=== bus_arb_8 ===
File: src/rtl/bus_arb_8.sv
// Eight-way round-robin bus arbiter. A grant is held for up to MAX_BURST
// accepted beats or until the owner drops its request. On release it re-arbitrates at once.
module bus_arb_8 #(
  parameter int MAX_BURST = 4
) (
  input  logic       clk,
  input  logic       reset,
  input  logic [7:0] req,
  input  logic       ready,
  output logic [7:0] gnt,
  output logic [2:0] sel,
  output logic       valid,
  output logic [7:0] beat_cnt
);

  typedef enum logic {IDLE, GRANT} state_t;

  localparam logic [7:0] LAST_BEAT = 8'(MAX_BURST - 1);

  state_t     state;
  logic [2:0] owner;
  logic [2:0] ptr;
  logic [2:0] next_ptr;
  logic [2:0] pick_idle;
  logic [2:0] pick_rel;
  logic       transfer;
  logic       release_now;

  // First requester at or after p, wrapping modulo 8. The scan runs from the
  // farthest offset down, so the nearest requester is the last to overwrite.
  function automatic logic [2:0] rr_pick(input logic [7:0] r, input logic [2:0] p);
    logic [2:0] idx;
    rr_pick = p;
    for (int i = 7; i >= 0; i--) begin
      idx = p + 3'(i);
      if (r[idx]) rr_pick = idx;
    end
  endfunction

  assign valid       = (state == GRANT) && req[owner];
  assign transfer    = valid && ready;
  assign release_now = (state == GRANT) &&
                       (!req[owner] || (transfer && (beat_cnt == LAST_BEAT)));
  assign next_ptr    = owner + 3'd1;
  assign pick_idle   = rr_pick(req, ptr);
  assign pick_rel    = rr_pick(req, next_ptr);
  assign sel         = owner;

  always_ff @(posedge clk or posedge reset) begin
    if (reset) begin
      state    <= IDLE;
      owner    <= 3'd0;
      ptr      <= 3'd0;
      beat_cnt <= 8'd0;
      gnt      <= 8'h00;
    end else begin
      case (state)
        IDLE: begin
          if (|req) begin
            state    <= GRANT;
            owner    <= pick_idle;
            gnt      <= 8'h01 << pick_idle;
            beat_cnt <= 8'd0;
          end
        end
        GRANT: begin
          if (release_now) begin
            ptr      <= next_ptr;
            beat_cnt <= 8'd0;
            if (|req) begin
              owner <= pick_rel;
              gnt   <= 8'h01 << pick_rel;
            end else begin
              state <= IDLE;
              gnt   <= 8'h00;
            end
          end else if (transfer) begin
            beat_cnt <= beat_cnt + 8'd1;
          end
        end
        default: begin
          state <= IDLE;
          gnt   <= 8'h00;
        end
      endcase
    end
  end

endmodule

File: config.mk
export PLATFORM = sky130hd
export DESIGN_NAME = bus_arb_8
export DESIGN_NICKNAME = d
export VERILOG_FILES = /design/src/rtl/bus_arb_8.sv
export SDC_FILE = /design/constraint.sdc
export NUM_CORES = 1
export LEC_CHECK = 0
export ABC_AREA = 1
export CAP_MARGIN = 10
export CORE_MARGIN = 2
export CORE_UTILIZATION = 40
export CTS_CLUSTER_SIZE = 28
export DETAILED_ROUTE_END_ITERATION = 8
export GPL_TIMING_DRIVEN = 0
export PLACE_DENSITY = 0.61
export SYNTH_ARGS = -nofsm -noshare
export SYNTH_HDL_FRONTEND = slang
export SYNTH_SLANG_ARGS = --single-unit
export TNS_END_PERCENT = 100
File: constraint.sdc
create_clock -name clk -period 2.4 [get_ports clk]
set_input_delay 0.48 -clock clk [delete_from_list [all_inputs] [get_ports clk]]
set_output_delay 0.48 -clock clk [all_outputs]
set_load 0.005 [all_outputs]
bus_arb_8/gates.png
(3 px per um)
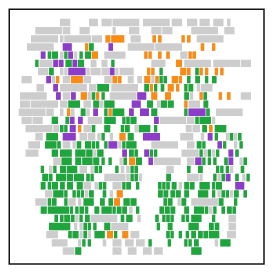
Key: nand cells = green [cells 256, most used nand2_1]; aoi and oai cells = purple [cells 36]; nor cells = orange [cells 54, most used nor2_1]

[Yosys cell counts (3+ instances only)]
cell type / n
sky130_fd_sc_hd__nor2_1: 44
sky130_fd_sc_hd__dfrtp_1: 23
sky130_fd_sc_hd__nand2_1: 163
sky130_fd_sc_hd__a21oi_1: 14
sky130_fd_sc_hd__nor4_1: 3
sky130_fd_sc_hd__buf_4: 3
sky130_fd_sc_hd__nand2_2: 17
sky130_fd_sc_hd__nand3_1: 69
sky130_fd_sc_hd__o21ai_0: 15
sky130_fd_sc_hd__nor2_2: 4
sky130_fd_sc_hd__nand4_1: 4
sky130_fd_sc_hd__nand3_2: 3
sky130_fd_sc_hd__inv_2: 8
sky130_fd_sc_hd__a21oi_2: 3
sky130_fd_sc_hd__inv_1: 58
sky130_fd_sc_hd__buf_6: 5
sky130_fd_sc_hd__ha_1: 4
[timing repair]
action                     CTS  global route
gates cloned                 0             3
buffers inserted             7            18
pin swaps                    6            16
resized                     18            87
setup endpoints to repair   12            16
[sequential cells by signal (all words and copies together) (netlist names)]
register and count:
beat_cnt 8, gnt 8, ptr 3, sel 3, state 1
==> COMMIT_EDITMSG <==
Refresh implementation metrics

- The run finished, with violations left.
- Entering global routing, the biggest net connects 24 pins.
- The checks that failed: negative setup slack.
* Setup TNS Final: -10.11 ps
- Logic depth of the worst setup path including buffers: 22
* Number of filler cells placed in the layout: 654
* Count of boundary I/O pins: 31
* Die Span X: 84.41 um
* CTS hold repair buffers: 0
* Synthesized area per cell: 5.659 um2
* Endpoint of the most critical setup path: gnt[5]
- In the post-route analysis, the smallest setup slack over all paths is -10.11 ps.
- Minimum setup slack among reg-to-reg paths: -10 ps
- The final design was reported to hold multi-input combinational gates totalling 355.
* Antenna violations before repair: 0
- Post-Synth AOI/OAI Area: 0.08273
* Hold Crit Endpoint: gnt[6]
* Total of endpoints with negative setup slack in the final report: 1
- Number of sequential cells in the layout: 23
- Share of post-route cells with drive strength above 1: 0.2794
- Top non-seq family: simple AND/OR/NAND/NOR gates

=== tnoc_credit_tx ===
===== src/rtl/tnoc_credit_tx.sv =====
// Purpose : transmit end of a credit-based flit link; sends only while a credit is held.
// Latency : 1 cycle from accept (i_valid && o_ready) to o_valid/o_data on the link.
// Backpr. : o_ready = credit count != 0; the link side has no backpressure.
//
// Ports:
//   clk, rst_n          clock, asynchronous active-low reset
//   i_clear             synchronous clear back to the reset state, beats all other events
//   i_valid/o_ready     local flit source handshake, i_data carries the flit
//   o_valid/o_data      registered link beat
//   i_credit_return     one-cycle pulse per pop at the remote FIFO
//   o_credit_count      credit counter register, o_no_credit = (count == 0)
//   o_credit_error      sticky overflow flag (returned while already full)
//
// Optional build macro: TNOC_CREDIT_TX_ERROR_CHECK_EN
//   defined   : overflow sets the sticky o_credit_error and fires a simulation assertion
//   undefined : o_credit_error is tied low; counter saturation is the same in both builds
module tnoc_credit_tx #(
  parameter  int WIDTH     = 8,
  parameter  int CREDITS   = 8,
  localparam int CNT_WIDTH = $clog2(CREDITS + 1)
) (
  input  logic                 clk,
  input  logic                 rst_n,
  input  logic                 i_clear,
  input  logic                 i_valid,
  output logic                 o_ready,
  input  logic [WIDTH-1:0]     i_data,
  output logic                 o_valid,
  output logic [WIDTH-1:0]     o_data,
  input  logic                 i_credit_return,
  output logic [CNT_WIDTH-1:0] o_credit_count,
  output logic                 o_no_credit,
  output logic                 o_credit_error
);

  localparam logic [CNT_WIDTH-1:0] MAX_CNT = CNT_WIDTH'(CREDITS);

  logic [CNT_WIDTH-1:0] r_count;
  logic [CNT_WIDTH-1:0] w_count_nxt;
  logic                 r_valid;
  logic [WIDTH-1:0]     r_data;
  logic                 w_ready;
  logic                 w_send;
  logic                 w_full;

  // Ready comes from the count register only, so the source never sees a
  // combinational path from its own i_valid back into o_ready.
  assign w_ready = (r_count != '0);
  assign w_send  = i_valid & w_ready;
  assign w_full  = (r_count == MAX_CNT);

  // A send and a return in the same cycle cancel. A return while already full
  // is an overflow: the count saturates rather than wrapping.
  always_comb begin
    w_count_nxt = r_count;
    if (w_send && !i_credit_return) begin
      w_count_nxt = r_count - CNT_WIDTH'(1);
    end else if (!w_send && i_credit_return && !w_full) begin
      w_count_nxt = r_count + CNT_WIDTH'(1);
    end
  end

  always_ff @(posedge clk or negedge rst_n) begin
    if (!rst_n) begin
      r_count <= MAX_CNT;
      r_valid <= 1'b0;
      r_data  <= '0;
    end else if (i_clear) begin
      // Clear drops any send/return presented this cycle; the remote FIFO is
      // cleared in lockstep, so all credits are home again.
      r_count <= MAX_CNT;
      r_valid <= 1'b0;
    end else begin
      r_count <= w_count_nxt;
      r_valid <= w_send;
      if (w_send) begin
        r_data <= i_data;
      end
    end
  end

  assign o_ready        = w_ready;
  assign o_valid        = r_valid;
  assign o_data         = r_data;
  assign o_credit_count = r_count;
  assign o_no_credit    = ~w_ready;

`ifdef TNOC_CREDIT_TX_ERROR_CHECK_EN
  logic r_error;
  logic w_overflow;

  assign w_overflow = i_credit_return & ~w_send & w_full & ~i_clear;

  always_ff @(posedge clk or negedge rst_n) begin
    if (!rst_n) begin
      r_error <= 1'b0;
    end else if (i_clear) begin
      r_error <= 1'b0;
    end else if (w_overflow) begin
      r_error <= 1'b1;
    end
  end

  assign o_credit_error = r_error;

  // Overflow means the receiver returned more credits than it was ever given.
  a_no_overflow : assert property (@(posedge clk) disable iff (!rst_n) !w_overflow)
    else $warning("tnoc_credit_tx: credit returned while count already at CREDITS");
`else
  assign o_credit_error = 1'b0;
`endif

endmodule

===== config.mk =====
export PLATFORM = sky130hd
export DESIGN_NAME = tnoc_credit_tx
export DESIGN_NICKNAME = d
export VERILOG_FILES = /design/src/rtl/tnoc_credit_tx.sv
export SDC_FILE = /design/constraint.sdc
export NUM_CORES = 1
export LEC_CHECK = 0
export CAP_MARGIN = 20
export CORE_UTILIZATION = 30
export CTS_CLUSTER_DIAMETER = 200
export DETAILED_ROUTE_END_ITERATION = 16
export GPL_TIMING_DRIVEN = 0
export PLACE_DENSITY = 0.62
export SYNTH_ARGS = -nofsm -noshare
export SYNTH_HDL_FRONTEND = slang
export SYNTH_SLANG_ARGS = --single-unit

===== constraint.sdc =====
create_clock -name clk -period 2.4 [get_ports clk]
set_clock_uncertainty 0.2 [all_clocks]
set_input_delay 0.24 -clock clk [delete_from_list [all_inputs] [get_ports clk]]
set_output_delay 0.24 -clock clk [all_outputs]
set_load 0.03 [all_outputs]

tnoc_credit_tx/clock_nets.png
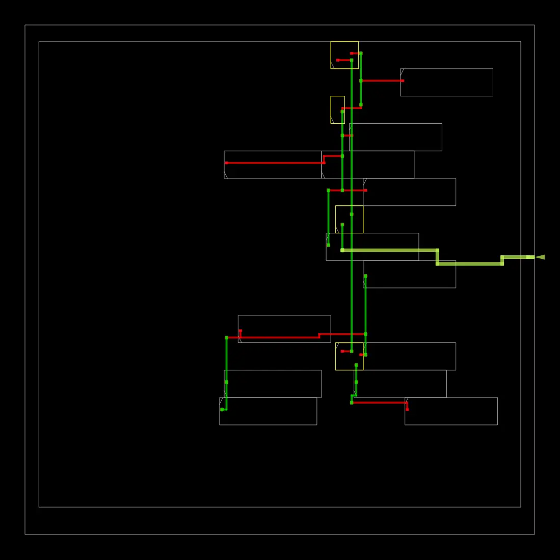
insertion delay at the late pin of the worst-skew pair: 260 ps
clock buffer count from CTS: 3

==> COMMIT_EDITMSG <==
Refresh implementation metrics

- The cell area that synthesis handed to floorplanning was 708.2 um2.
- Placed Cells: 111
- Flop pwr share: 0.386
- Total of endpoints with negative setup slack in the final report: 0
- Register bit total from synthesis: 13
* Cell with the most instances after synthesis: sky130_fd_sc_hd__dfrtp_1
* Setup repair bufs after CTS: 0
* Slew at the pin closest to its max-slew limit: 542.5 ps
* Net count entering floorplan: 72
* Row Count: 17
* CLK BUF: 4
- Of the total synthesized cell area, the portion taken by XOR and XNOR cells is 0.01237.
- Launching element type of the critical path: flip-flop
- The fraction of final cell area spent on non-clock buffers in this run is 0.2709.
* Critical Path End Type: output pin
- In this run the VDD rail shows a maximum IR drop of 0.0003807 V.
- Measured in cells, the most critical reg-to-reg path has a length of 7.
* Distinct lib cells: 26
* CTS tree: yes
- Pin count of the biggest net entering global routing: 14
- Per the CTS log, the maximum H-tree level is 1.
- Biggest area cells: sky130_fd_sc_hd__dfrtp_1 42%, sky130_fd_sc_hd__mux2_4 17%, sky130_fd_sc_hd__dfstp_2 3.7%
- Highest-count logic cell in the final layout: sky130_fd_sc_hd__clkdlybuf4s50_1
- Flop share of the area: 0.3058
* Multi-input combinational area share: 0.3593
- TritonRoute output was used to compute an average wire per cell of 11.85 um.
* WS Path Type: flip-flop to output pin
- DRT antenna net count: 0
- Predominant post-synthesis flop cell: sky130_fd_sc_hd__dfrtp_1
* Worst-case setup margin in the final layout: 157.7 ps
- The tightest min-delay check is of the input pin to asynchronous set/reset pin type.
- Run status: finished clean
- The number of global-route vias before repair came to 498.
- During tapcell insertion the tool placed 28 well taps.
- The global routing report lists combined usage of all routing layers as 0.1215.
* Weighted congestion at the end of routability-driven global placement: 0.7894
- The final timing report lists a hold violation count of 0.
- Setup TNS Final: 0 ps
- Per the OpenROAD floorplan log, the width of the die is 50.59 um.
* Area occupied by registers: 329.1 um2
- Post-layout power: 0.0007839 W
[stage by stage]
step / cell area, um2 / util
6_report: 1076 / 0.4864
4_1_cts: 1074 / 0.4853
3_3_place_gp: 1047 / 0.4734
2_1_floorplan: 742.0 / -
5_1_grt: 1076 / 0.4864
3_5_place_dp: 1047 / 0.4734
[worst max-delay path, stage by stage, from the launching register on]
cell and delay, ps:
sky130_fd_sc_hd__dfrtp_2 470, sky130_fd_sc_hd__nor4_4 410, sky130_fd_sc_hd__inv_2 60, sky130_fd_sc_hd__clkdlybuf4s50_1 590
[layer usage]
layer	wire length [um]	vias to the layer above	GRT usage
met5	0	-	0
met4	0	0	0.06944
met3	119	0	0.02727
met2	622	24	0.1800
met1	621	240	0.1610
li1	-	261	-
[worst paths after layout]
kind / slack [ps] / endpoint
min: 130 / o_data[4]
max reg2reg: 240 / o_credit_count[3]
max: 160 / o_ready
min in group clk: 310 / o_data[5]
max in group asynchronous: 1490 / o_credit_count[0]
min reg2reg: 310 / o_data[5]
[flip-flops by register name (all words and copies together) (netlist names)]
| register | flops |
|---|---|
| o_credit_count | 4 |
| o_data | 8 |
| o_valid | 1 |

=== fractal_sync_lock_requester ===
File: src/rtl/fractal_sync_pkg.sv
// fractal_sync_pkg: shared state and error-code enums for the fractal sync lock requester
package fractal_sync_pkg;
  typedef enum logic [2:0] {IDLE, LOCK, WAIT, HELD, FREE, ERR} fs_req_state_e;
  typedef enum logic [2:0] {
    ERR_NONE     = 3'd0,
    ERR_ID       = 3'd1,
    ERR_OVF      = 3'd2,
    ERR_TIMEOUT  = 3'd3,
    ERR_SPURIOUS = 3'd4
  } fs_req_err_e;
endpackage

File: src/rtl/fractal_sync_timeout_cnt.sv
// fractal_sync_timeout_cnt: counts WAIT cycles and flags the last one before a timeout
module fractal_sync_timeout_cnt #(
  parameter int TIMEOUT_CYCLES = 256
) (
  input  logic clk_i,
  input  logic rst_i,
  input  logic clr_i,
  input  logic en_i,
  output logic expired_o
);
  localparam int CNT_WIDTH = TIMEOUT_CYCLES == 0 ? 1 : $clog2(TIMEOUT_CYCLES + 1);
  localparam logic [CNT_WIDTH-1:0] LAST = CNT_WIDTH'(TIMEOUT_CYCLES == 0 ? 0 : TIMEOUT_CYCLES - 1);
  logic [CNT_WIDTH-1:0] cnt;
  // cycle counter, restarted whenever the requester is not waiting
  always_ff @(posedge clk_i or posedge rst_i)
    if (rst_i) cnt <= '0;
    else if (clr_i) cnt <= '0;
    else if (en_i) cnt <= cnt + 1'b1;
  assign expired_o = (TIMEOUT_CYCLES != 0) && en_i && cnt == LAST;
endmodule

File: src/rtl/fractal_sync_lock_requester.sv
// fractal_sync_lock_requester: turns acquire/release commands into RF lock/free pulses and tracks the grant
module fractal_sync_lock_requester
  import fractal_sync_pkg::*;
#(
  parameter int  ID_WIDTH       = 1,
  parameter type element_t      = logic,
  parameter int  TIMEOUT_CYCLES = 256
) (
  input  logic                clk_i,
  input  logic                rst_i,
  input  logic                acquire_valid_i,
  output logic                acquire_ready_o,
  input  logic [ID_WIDTH-1:0] acquire_id_i,
  input  element_t            acquire_element_i,
  input  logic                release_valid_i,
  output logic                release_ready_o,
  output logic                done_valid_o,
  output element_t            done_element_o,
  output logic                err_valid_o,
  output logic [2:0]          err_code_o,
  input  logic                err_clr_i,
  output logic [ID_WIDTH-1:0] id_o,
  output logic                lock_o,
  output logic                free_o,
  output element_t            element_o,
  input  logic                grant_i,
  input  element_t            element_i,
  input  logic                id_err_i,
  input  logic                overflow_error_i
);
  fs_req_state_e       state;
  fs_req_err_e         err;
  logic [ID_WIDTH-1:0] id_q;
  element_t            el_q;
  logic                expired;
  fractal_sync_timeout_cnt #(.TIMEOUT_CYCLES(TIMEOUT_CYCLES)) u_timeout (
    .clk_i    (clk_i),
    .rst_i    (rst_i),
    .clr_i    (state != WAIT),
    .en_i     (state == WAIT),
    .expired_o(expired)
  );
  // request FSM: captures the lock, sequences lock/wait/held/free and records errors
  always_ff @(posedge clk_i or posedge rst_i)
    if (rst_i) begin
      state          <= IDLE;
      err            <= ERR_NONE;
      id_q           <= '0;
      el_q           <= '0;
      done_valid_o   <= 1'b0;
      done_element_o <= '0;
    end else begin
      done_valid_o <= 1'b0;
      case (state)
        IDLE:
          if (grant_i) begin
            state <= ERR;
            err   <= ERR_SPURIOUS;
          end else if (acquire_valid_i) begin
            state <= LOCK;
            id_q  <= acquire_id_i;
            el_q  <= acquire_element_i;
          end
        LOCK:
          if (id_err_i) begin
            state <= ERR;
            err   <= ERR_ID;
          end else if (overflow_error_i) begin
            state <= ERR;
            err   <= ERR_OVF;
          end else if (grant_i) begin
            state          <= HELD;
            done_valid_o   <= 1'b1;
            done_element_o <= element_i;
          end else state <= WAIT;
        WAIT:
          if (grant_i) begin
            state          <= HELD;
            done_valid_o   <= 1'b1;
            done_element_o <= element_i;
          end else if (expired) begin
            state <= ERR;
            err   <= ERR_TIMEOUT;
          end
        HELD:
          if (grant_i) begin
            state <= ERR;
            err   <= ERR_SPURIOUS;
          end else if (release_valid_i) state <= FREE;
        FREE:
          if (overflow_error_i) begin
            state <= ERR;
            err   <= ERR_OVF;
          end else state <= IDLE;
        ERR:
          if (err_clr_i) begin
            state <= IDLE;
            err   <= ERR_NONE;
          end
        default: state <= IDLE;
      endcase
    end
  assign acquire_ready_o = state == IDLE;
  assign release_ready_o = state == HELD;
  assign lock_o          = state == LOCK;
  assign free_o          = state == FREE;
  assign err_valid_o     = state == ERR;
  assign err_code_o      = err;
  assign id_o            = id_q;
  assign element_o       = el_q;
endmodule

File: config.mk
export PLATFORM = sky130hd
export DESIGN_NAME = fractal_sync_lock_requester
export DESIGN_NICKNAME = d
export VERILOG_FILES = /design/src/rtl/fractal_sync_pkg.sv /design/src/rtl/fractal_sync_timeout_cnt.sv /design/src/rtl/fractal_sync_lock_requester.sv
export SDC_FILE = /design/constraint.sdc
export NUM_CORES = 1
export LEC_CHECK = 0
export CAP_MARGIN = 10
export CORE_MARGIN = 1
export CORE_UTILIZATION = 50
export DETAILED_ROUTE_END_ITERATION = 8
export GPL_ROUTABILITY_DRIVEN = 0
export PLACE_DENSITY = 0.87
export RECOVER_POWER = 25
export SKIP_LAST_GASP = 1
export SLEW_MARGIN = 20
export SYNTH_ARGS = -nofsm -noshare
export SYNTH_HDL_FRONTEND = slang
export SYNTH_SLANG_ARGS = --single-unit
File: constraint.sdc
create_clock -name clk_i -period 2.3 [get_ports clk_i]
set_input_delay 0.23 -clock clk_i [delete_from_list [all_inputs] [get_ports clk_i]]
set_output_delay 0.23 -clock clk_i [all_outputs]
set_load 0.01 [all_outputs]
==> COMMIT_EDITMSG <==
Refresh implementation metrics

- Run status: finished clean
- XOR/XNOR share of the synthesized area: 0.03859
- Endpoint required time on the critical path: 2070 ps
- Tool Warnings: 26
- The timing report shows that the slowest cell on the worst path is sky130_fd_sc_hd__dfrtp_1.
- The clock passes through at most 2 buffers.
* Final Non-Filler Cells: 173
- Summed over all layers, the global routing overflow is 0.
- The number of global-route vias before repair was 970.
- STA reports a reg2reg setup slack of 200 ps.
- Critical path startpoint: state[1]
* Net count entering floorplan: 135
* CTS tree: yes
- The clock reaches the later pin of the worst-skew pair after 280 ps.
- Count of inserted antenna diode cells: 0
- Count of boundary I/O pins: 23
- Measured against the total synthesized area, the mux share comes to 0.08269.
- Endpoint of the most critical setup path: release_ready_o
- DRC violation total after the first TritonRoute iteration: 23
- Clock slew seen by the registers of the worst setup and hold paths: 100 ps
- In the post-route report, total wirelength is listed as 2317 um.
- Cell chain of the critical path: nand2b_1 -> nor2_1 -> clkdlybuf4s50_1
* Total of endpoints with negative setup slack in the final report: 0
* Clock buffer count from CTS: 3
* Number of endpoints with negative hold slack in the final report: 0
[Yosys cell counts (all sizes together) (3+ instances only)]
cell    number  area [um2]
dfrtp       19       475.5
nor2        16       60.06
a21oi        8       40.04
mux2         8       93.83
nand2b       7       43.79
buf          6       28.77
inv          6       22.52
o21ai        6       30.03
nand2        4       15.01
nand3        4       20.02
nor3         4       31.28
xor2         4       35.03
a211oi       3       22.52
[routing by layer]
layer | track usage | vias up | wire, um
li1 | - | 474 | -
met4 | 0.09048 | 0 | 12
met1 | 0.2416 | 479 | 993
met3 | 0.02469 | 2 | 61
met5 | 0 | - | 0
met2 | 0.3874 | 19 | 1250
[area by class of cell]
class / instances / area [um2] / area share
inverters: 7 / 26.28 / 0.01845
clock buffers: 4 / 26.28 / 0.01845
repair buffers: 26 / 250.2 / 0.1757
well taps: 27 / 33.78 / 0.02373
flip-flops and latches: 19 / 475.5 / 0.3339
multi-input cells: 90 / 611.8 / 0.4297
[registers in the layout, indices dropped and copies added, names as in the netlist]
register        count
u_timeout.cnt       9
err_code_o          3
state               3
done_element_o      1
done_valid_o        1
element_o           1
id_o                1
fractal_sync_lock_requester/clock_wires.png
(10 px per um)
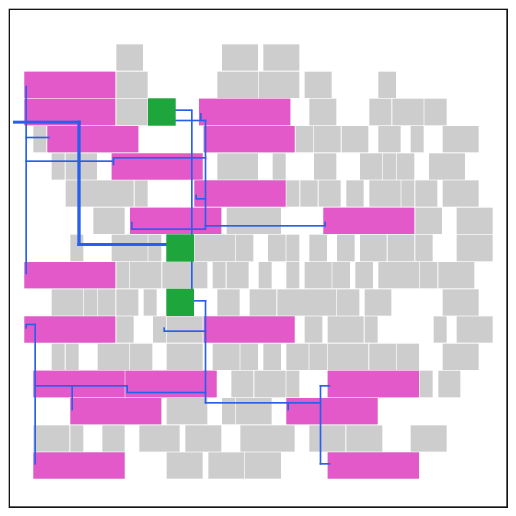
Key: clock-net drivers = green [count 3]; clock wires = blue [length 204 um]; flip-flops = magenta [count 19]
Position of the flops: widely spread. There are 4 routed clock nets.


=== nibble_serial_add_ctrl ===
nibble_serial_add_ctrl/layers.png
(2 px per um)
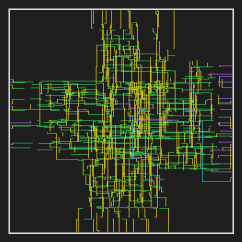
nibble_serial_add_ctrl/clock_nets.png
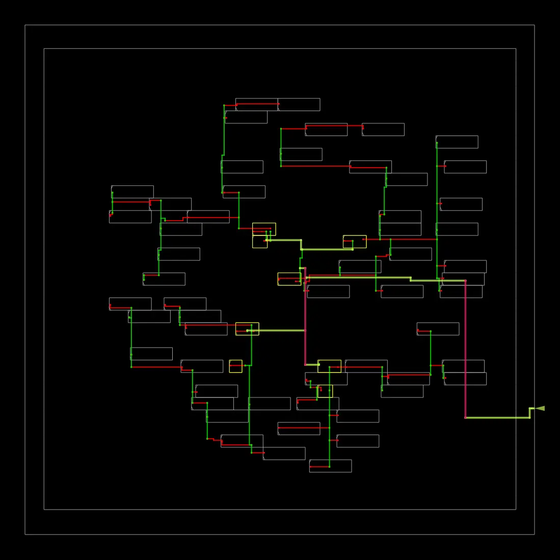
nibble_serial_add_ctrl/gates.png
(2 px per um)
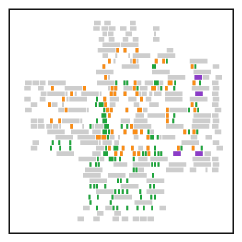
**src/rtl/nibble_serial_add_ctrl_pkg.sv**
```systemverilog
// Shared constants and FSM state encoding for the nibble-serial adder controller.
package nibble_serial_add_ctrl_pkg;

  localparam int NIBBLE = 4;

  typedef enum logic [1:0] {
    ST_IDLE = 2'd0,
    ST_RUN  = 2'd1,
    ST_DONE = 2'd2
  } state_t;

endpackage

```
**src/rtl/nibble_serial_add_ctrl_cla.sv**
```systemverilog
// 4-bit carry-lookahead adder slice: all internal carries come from generate/propagate terms.
module CLA_4bit (
  input  logic [3:0] i_a,
  input  logic [3:0] i_b,
  input  logic       i_cin,
  output logic [3:0] o_sum,
  output logic       o_cout
);

  logic [3:0] w_g;
  logic [3:0] w_p;
  logic [4:0] w_c;

  assign w_g = i_a & i_b;
  assign w_p = i_a ^ i_b;

  assign w_c[0] = i_cin;
  assign w_c[1] = w_g[0] | (w_p[0] & i_cin);
  assign w_c[2] = w_g[1] | (w_p[1] & w_g[0]) | (w_p[1] & w_p[0] & i_cin);
  assign w_c[3] = w_g[2] | (w_p[2] & w_g[1]) | (w_p[2] & w_p[1] & w_g[0])
                | (w_p[2] & w_p[1] & w_p[0] & i_cin);
  assign w_c[4] = w_g[3] | (w_p[3] & w_g[2]) | (w_p[3] & w_p[2] & w_g[1])
                | (w_p[3] & w_p[2] & w_p[1] & w_g[0])
                | (w_p[3] & w_p[2] & w_p[1] & w_p[0] & i_cin);

  assign o_sum  = w_p ^ w_c[3:0];
  assign o_cout = w_c[4];

endmodule

```
**src/rtl/nibble_serial_add_ctrl.sv**
```systemverilog
// Wide add/subtract built from one 4-bit CLA slice, stepped one nibble per cycle LSB first.
import nibble_serial_add_ctrl_pkg::*;

module nibble_serial_add_ctrl #(
  parameter int WIDTH = 16
) (
  input  logic             clk,
  input  logic             rst,
  input  logic             req_valid,
  output logic             req_ready,
  input  logic [WIDTH-1:0] a,
  input  logic [WIDTH-1:0] b,
  input  logic             sub,
  output logic             resp_valid,
  input  logic             resp_ready,
  output logic [WIDTH-1:0] sum,
  output logic             cout,
  output logic             ovfl
);

  localparam int NIB  = WIDTH / NIBBLE;
  localparam int IDXW = (NIB > 1) ? $clog2(NIB) : 1;
  localparam logic [IDXW-1:0] IDX_LAST = IDXW'(NIB - 1);

  state_t            r_state;
  state_t            w_state_next;
  logic [IDXW-1:0]   r_idx;
  logic              r_carry;
  logic [WIDTH-1:0]  r_a;
  logic [WIDTH-1:0]  r_b;
  logic [WIDTH-1:0]  r_sum;
  logic              r_cout;
  logic              r_ovfl;
  logic              r_sign_a;
  logic              r_sign_b;

  logic              w_accept;
  logic              w_last;
  logic [NIB-1:0]    w_sel;
  logic [NIBBLE-1:0] w_a_nib;
  logic [NIBBLE-1:0] w_b_nib;
  logic [NIBBLE-1:0] w_slice_sum;
  logic              w_slice_cout;

  assign req_ready  = (r_state == ST_IDLE);
  assign resp_valid = (r_state == ST_DONE);
  assign w_accept   = req_valid && req_ready;
  assign w_last     = (r_state == ST_RUN) && (r_idx == IDX_LAST);

  genvar gi;
  generate
    for (gi = 0; gi < NIB; gi++) begin : g_sel
      assign w_sel[gi] = (r_idx == IDXW'(gi));
    end
  endgenerate

  // One-hot nibble mux feeding the shared slice.
  always_comb begin
    w_a_nib = '0;
    w_b_nib = '0;
    for (int i = 0; i < NIB; i++) begin
      if (w_sel[i]) begin
        w_a_nib = r_a[i*NIBBLE +: NIBBLE];
        w_b_nib = r_b[i*NIBBLE +: NIBBLE];
      end
    end
  end

  CLA_4bit u_slice (
    .i_a    (w_a_nib),
    .i_b    (w_b_nib),
    .i_cin  (r_carry),
    .o_sum  (w_slice_sum),
    .o_cout (w_slice_cout)
  );

  always_ff @(posedge clk or posedge rst) begin
    if (rst) r_state <= ST_IDLE;
    else     r_state <= w_state_next;
  end

  always_comb begin
    w_state_next = r_state;
    case (r_state)
      ST_IDLE: if (w_accept) w_state_next = ST_RUN;
      ST_RUN:  if (w_last) w_state_next = ST_DONE;
      ST_DONE: if (resp_ready) w_state_next = ST_IDLE;
      default: w_state_next = ST_IDLE;
    endcase
  end

  always_ff @(posedge clk or posedge rst) begin
    if (rst) begin
      r_idx    <= '0;
      r_carry  <= 1'b0;
      r_a      <= '0;
      r_b      <= '0;
      r_sum    <= '0;
      r_cout   <= 1'b0;
      r_ovfl   <= 1'b0;
      r_sign_a <= 1'b0;
      r_sign_b <= 1'b0;
    end else if (w_accept) begin
      // Subtraction is A + ~B + 1: invert B here and seed the carry with sub.
      r_a      <= a;
      r_b      <= sub ? ~b : b;
      r_carry  <= sub;
      r_idx    <= '0;
      r_sign_a <= a[WIDTH-1];
      r_sign_b <= sub ? ~b[WIDTH-1] : b[WIDTH-1];
    end else if (r_state == ST_RUN) begin
      for (int i = 0; i < NIB; i++) begin
        if (w_sel[i]) r_sum[i*NIBBLE +: NIBBLE] <= w_slice_sum;
      end
      r_carry <= w_slice_cout;
      if (w_last) begin
        r_idx  <= '0;
        r_cout <= w_slice_cout;
        r_ovfl <= (r_sign_a == r_sign_b) && (w_slice_sum[NIBBLE-1] != r_sign_a);
      end else begin
        r_idx <= r_idx + IDXW'(1);
      end
    end
  end

  assign sum  = r_sum;
  assign cout = r_cout;
  assign ovfl = r_ovfl;

endmodule

```
**config.mk**
```make
export PLATFORM = sky130hd
export DESIGN_NAME = nibble_serial_add_ctrl
export DESIGN_NICKNAME = d
export VERILOG_FILES = /design/src/rtl/nibble_serial_add_ctrl_pkg.sv /design/src/rtl/nibble_serial_add_ctrl_cla.sv /design/src/rtl/nibble_serial_add_ctrl.sv
export SDC_FILE = /design/constraint.sdc
export NUM_CORES = 1
export LEC_CHECK = 0
export CORE_MARGIN = 4
export CORE_UTILIZATION = 25
export CTS_CLUSTER_DIAMETER = 200
export DETAILED_ROUTE_END_ITERATION = 12
export PLACE_DENSITY = 0.56
export SYNTH_ARGS = -nofsm -noshare
export SYNTH_HDL_FRONTEND = slang
export SYNTH_SLANG_ARGS = --single-unit
```
**constraint.sdc**
```tcl
create_clock -name clk -period 3.1 [get_ports clk]
set_input_delay 0.93 -clock clk [delete_from_list [all_inputs] [get_ports clk]]
set_output_delay 0.93 -clock clk [all_outputs]
set_load 0.01 [all_outputs]
```
==> COMMIT_EDITMSG <==
Refresh implementation metrics

- After floorplanning, the core was divided into 37 placement rows.
- Net count entering floorplan: 341
- Per the timing report, the achievable frequency comes out to 0.3525 GHz.
- Post-Synth AOI/OAI Area: 0.1334
- Post-DR wirelength/cell: 12.73 um
- The layout summary lists the proportion of cells stronger than drive strength 1 as 0.06286.
- Number of filler cells placed in the layout: 1,111
* Setup TNS Final: 0 ps
- Via count of the first global-routing pass: 2,144
- RSZ-0062 raised after global routing: no
- After clock tree synthesis, the repair step resized 0 gates.
* Run status: finished clean
* Clock buffers and inverters, area share: 0.02688
- According to the report, the first pass of detailed routing completed in 4 iterations.
- XOR/XNOR share of the synthesized area: 0.05918
* P_int: 0.002120 W
- In the global route stage, met2 resource usage came out at 0.1709.
* Post-route met1 wirelength: 3014 um
* DRC violation total after the first TritonRoute iteration: 93
- Detailed-route vias per instance: 4.348
- Part of the total power dissipated in combinational logic: 0.539
- Root Buffer Master: sky130_fd_sc_hd__clkbuf_8
- For reference, the post-synthesis area per instance comes to 9.030 um2.
* Fraction of the cycle the final worst path needs: 0.9152
* Pre-Place Util: 0.2569
- The number of hold buffers added after CTS was 0.
About nibble_serial_add_ctrl/layers.png:
Key: M3 = purple [wire length 264 um]; M2 = yellow [wire length 2,860 um]; M1 = green [wire length 3,010 um]; M4 = cyan [wire length 51.0 um]

About nibble_serial_add_ctrl/clock_nets.png:
CLK BUF: 5
CTS sink count: 55
number of sequential cells in the layout: 55
clock group total power: 0.000404 W
clock buffer count from CTS: 5

About nibble_serial_add_ctrl/gates.png:
Key: mux cells = purple [cells 4, most used mux2_2, where right middle]; aoi and oai cells = orange [cells 65, most used a21oi_1]; nand cells = green [cells 96, most used nand2_1]

cells in the mapped netlist (2+ instances only):
cell	count	area (um2)
sky130_fd_sc_hd__xnor2_1	17	148.9
sky130_fd_sc_hd__o21ai_0	21	105.1
sky130_fd_sc_hd__ha_1	8	100.1
sky130_fd_sc_hd__nor2_1	20	75.07
sky130_fd_sc_hd__mux2_2	4	45.04
sky130_fd_sc_hd__nand2b_1	2	12.51
sky130_fd_sc_hd__dfrtp_1	55	1376
sky130_fd_sc_hd__a21oi_1	34	170.2
sky130_fd_sc_hd__nor2b_1	2	12.51
sky130_fd_sc_hd__nand2_1	85	319.1
sky130_fd_sc_hd__clkbuf_1	11	41.29
sky130_fd_sc_hd__nand3b_1	9	67.56
sky130_fd_sc_hd__o31ai_1	3	22.52
sky130_fd_sc_hd__buf_2	4	20.02
sky130_fd_sc_hd__inv_1	4	15.01
sky130_fd_sc_hd__o21ai_1	4	20.02
cells by family (layout without fill, tap and decap cells):
kind of cell | after synthesis | in the layout
AND-OR/OR-AND | 67 | 67
XOR/XNOR | 18 | 18
adder cells (fa/ha/maj) | 9 | 9
buffers and inverters | 19 | 74
flip-flops | 55 | 55
multiplexers | 4 | 4
AND/OR/NAND/NOR | 123 | 123


==> screenshots <==
Signal wires by layer.
picture 1
(3 px per um)
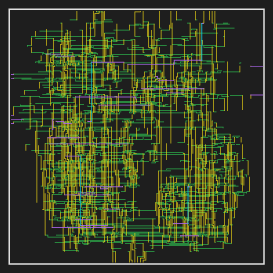
picture 2
(6 px per um)
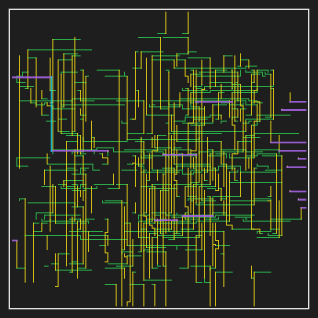
picture 3
(6 px per um)
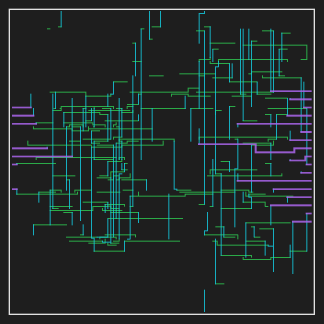
tnoc_credit_tx -> picture 3
bus_arb_8 -> picture 1
fractal_sync_lock_requester -> picture 2

Power figures rest on the tool's default switching activity, not on a simulated workload.
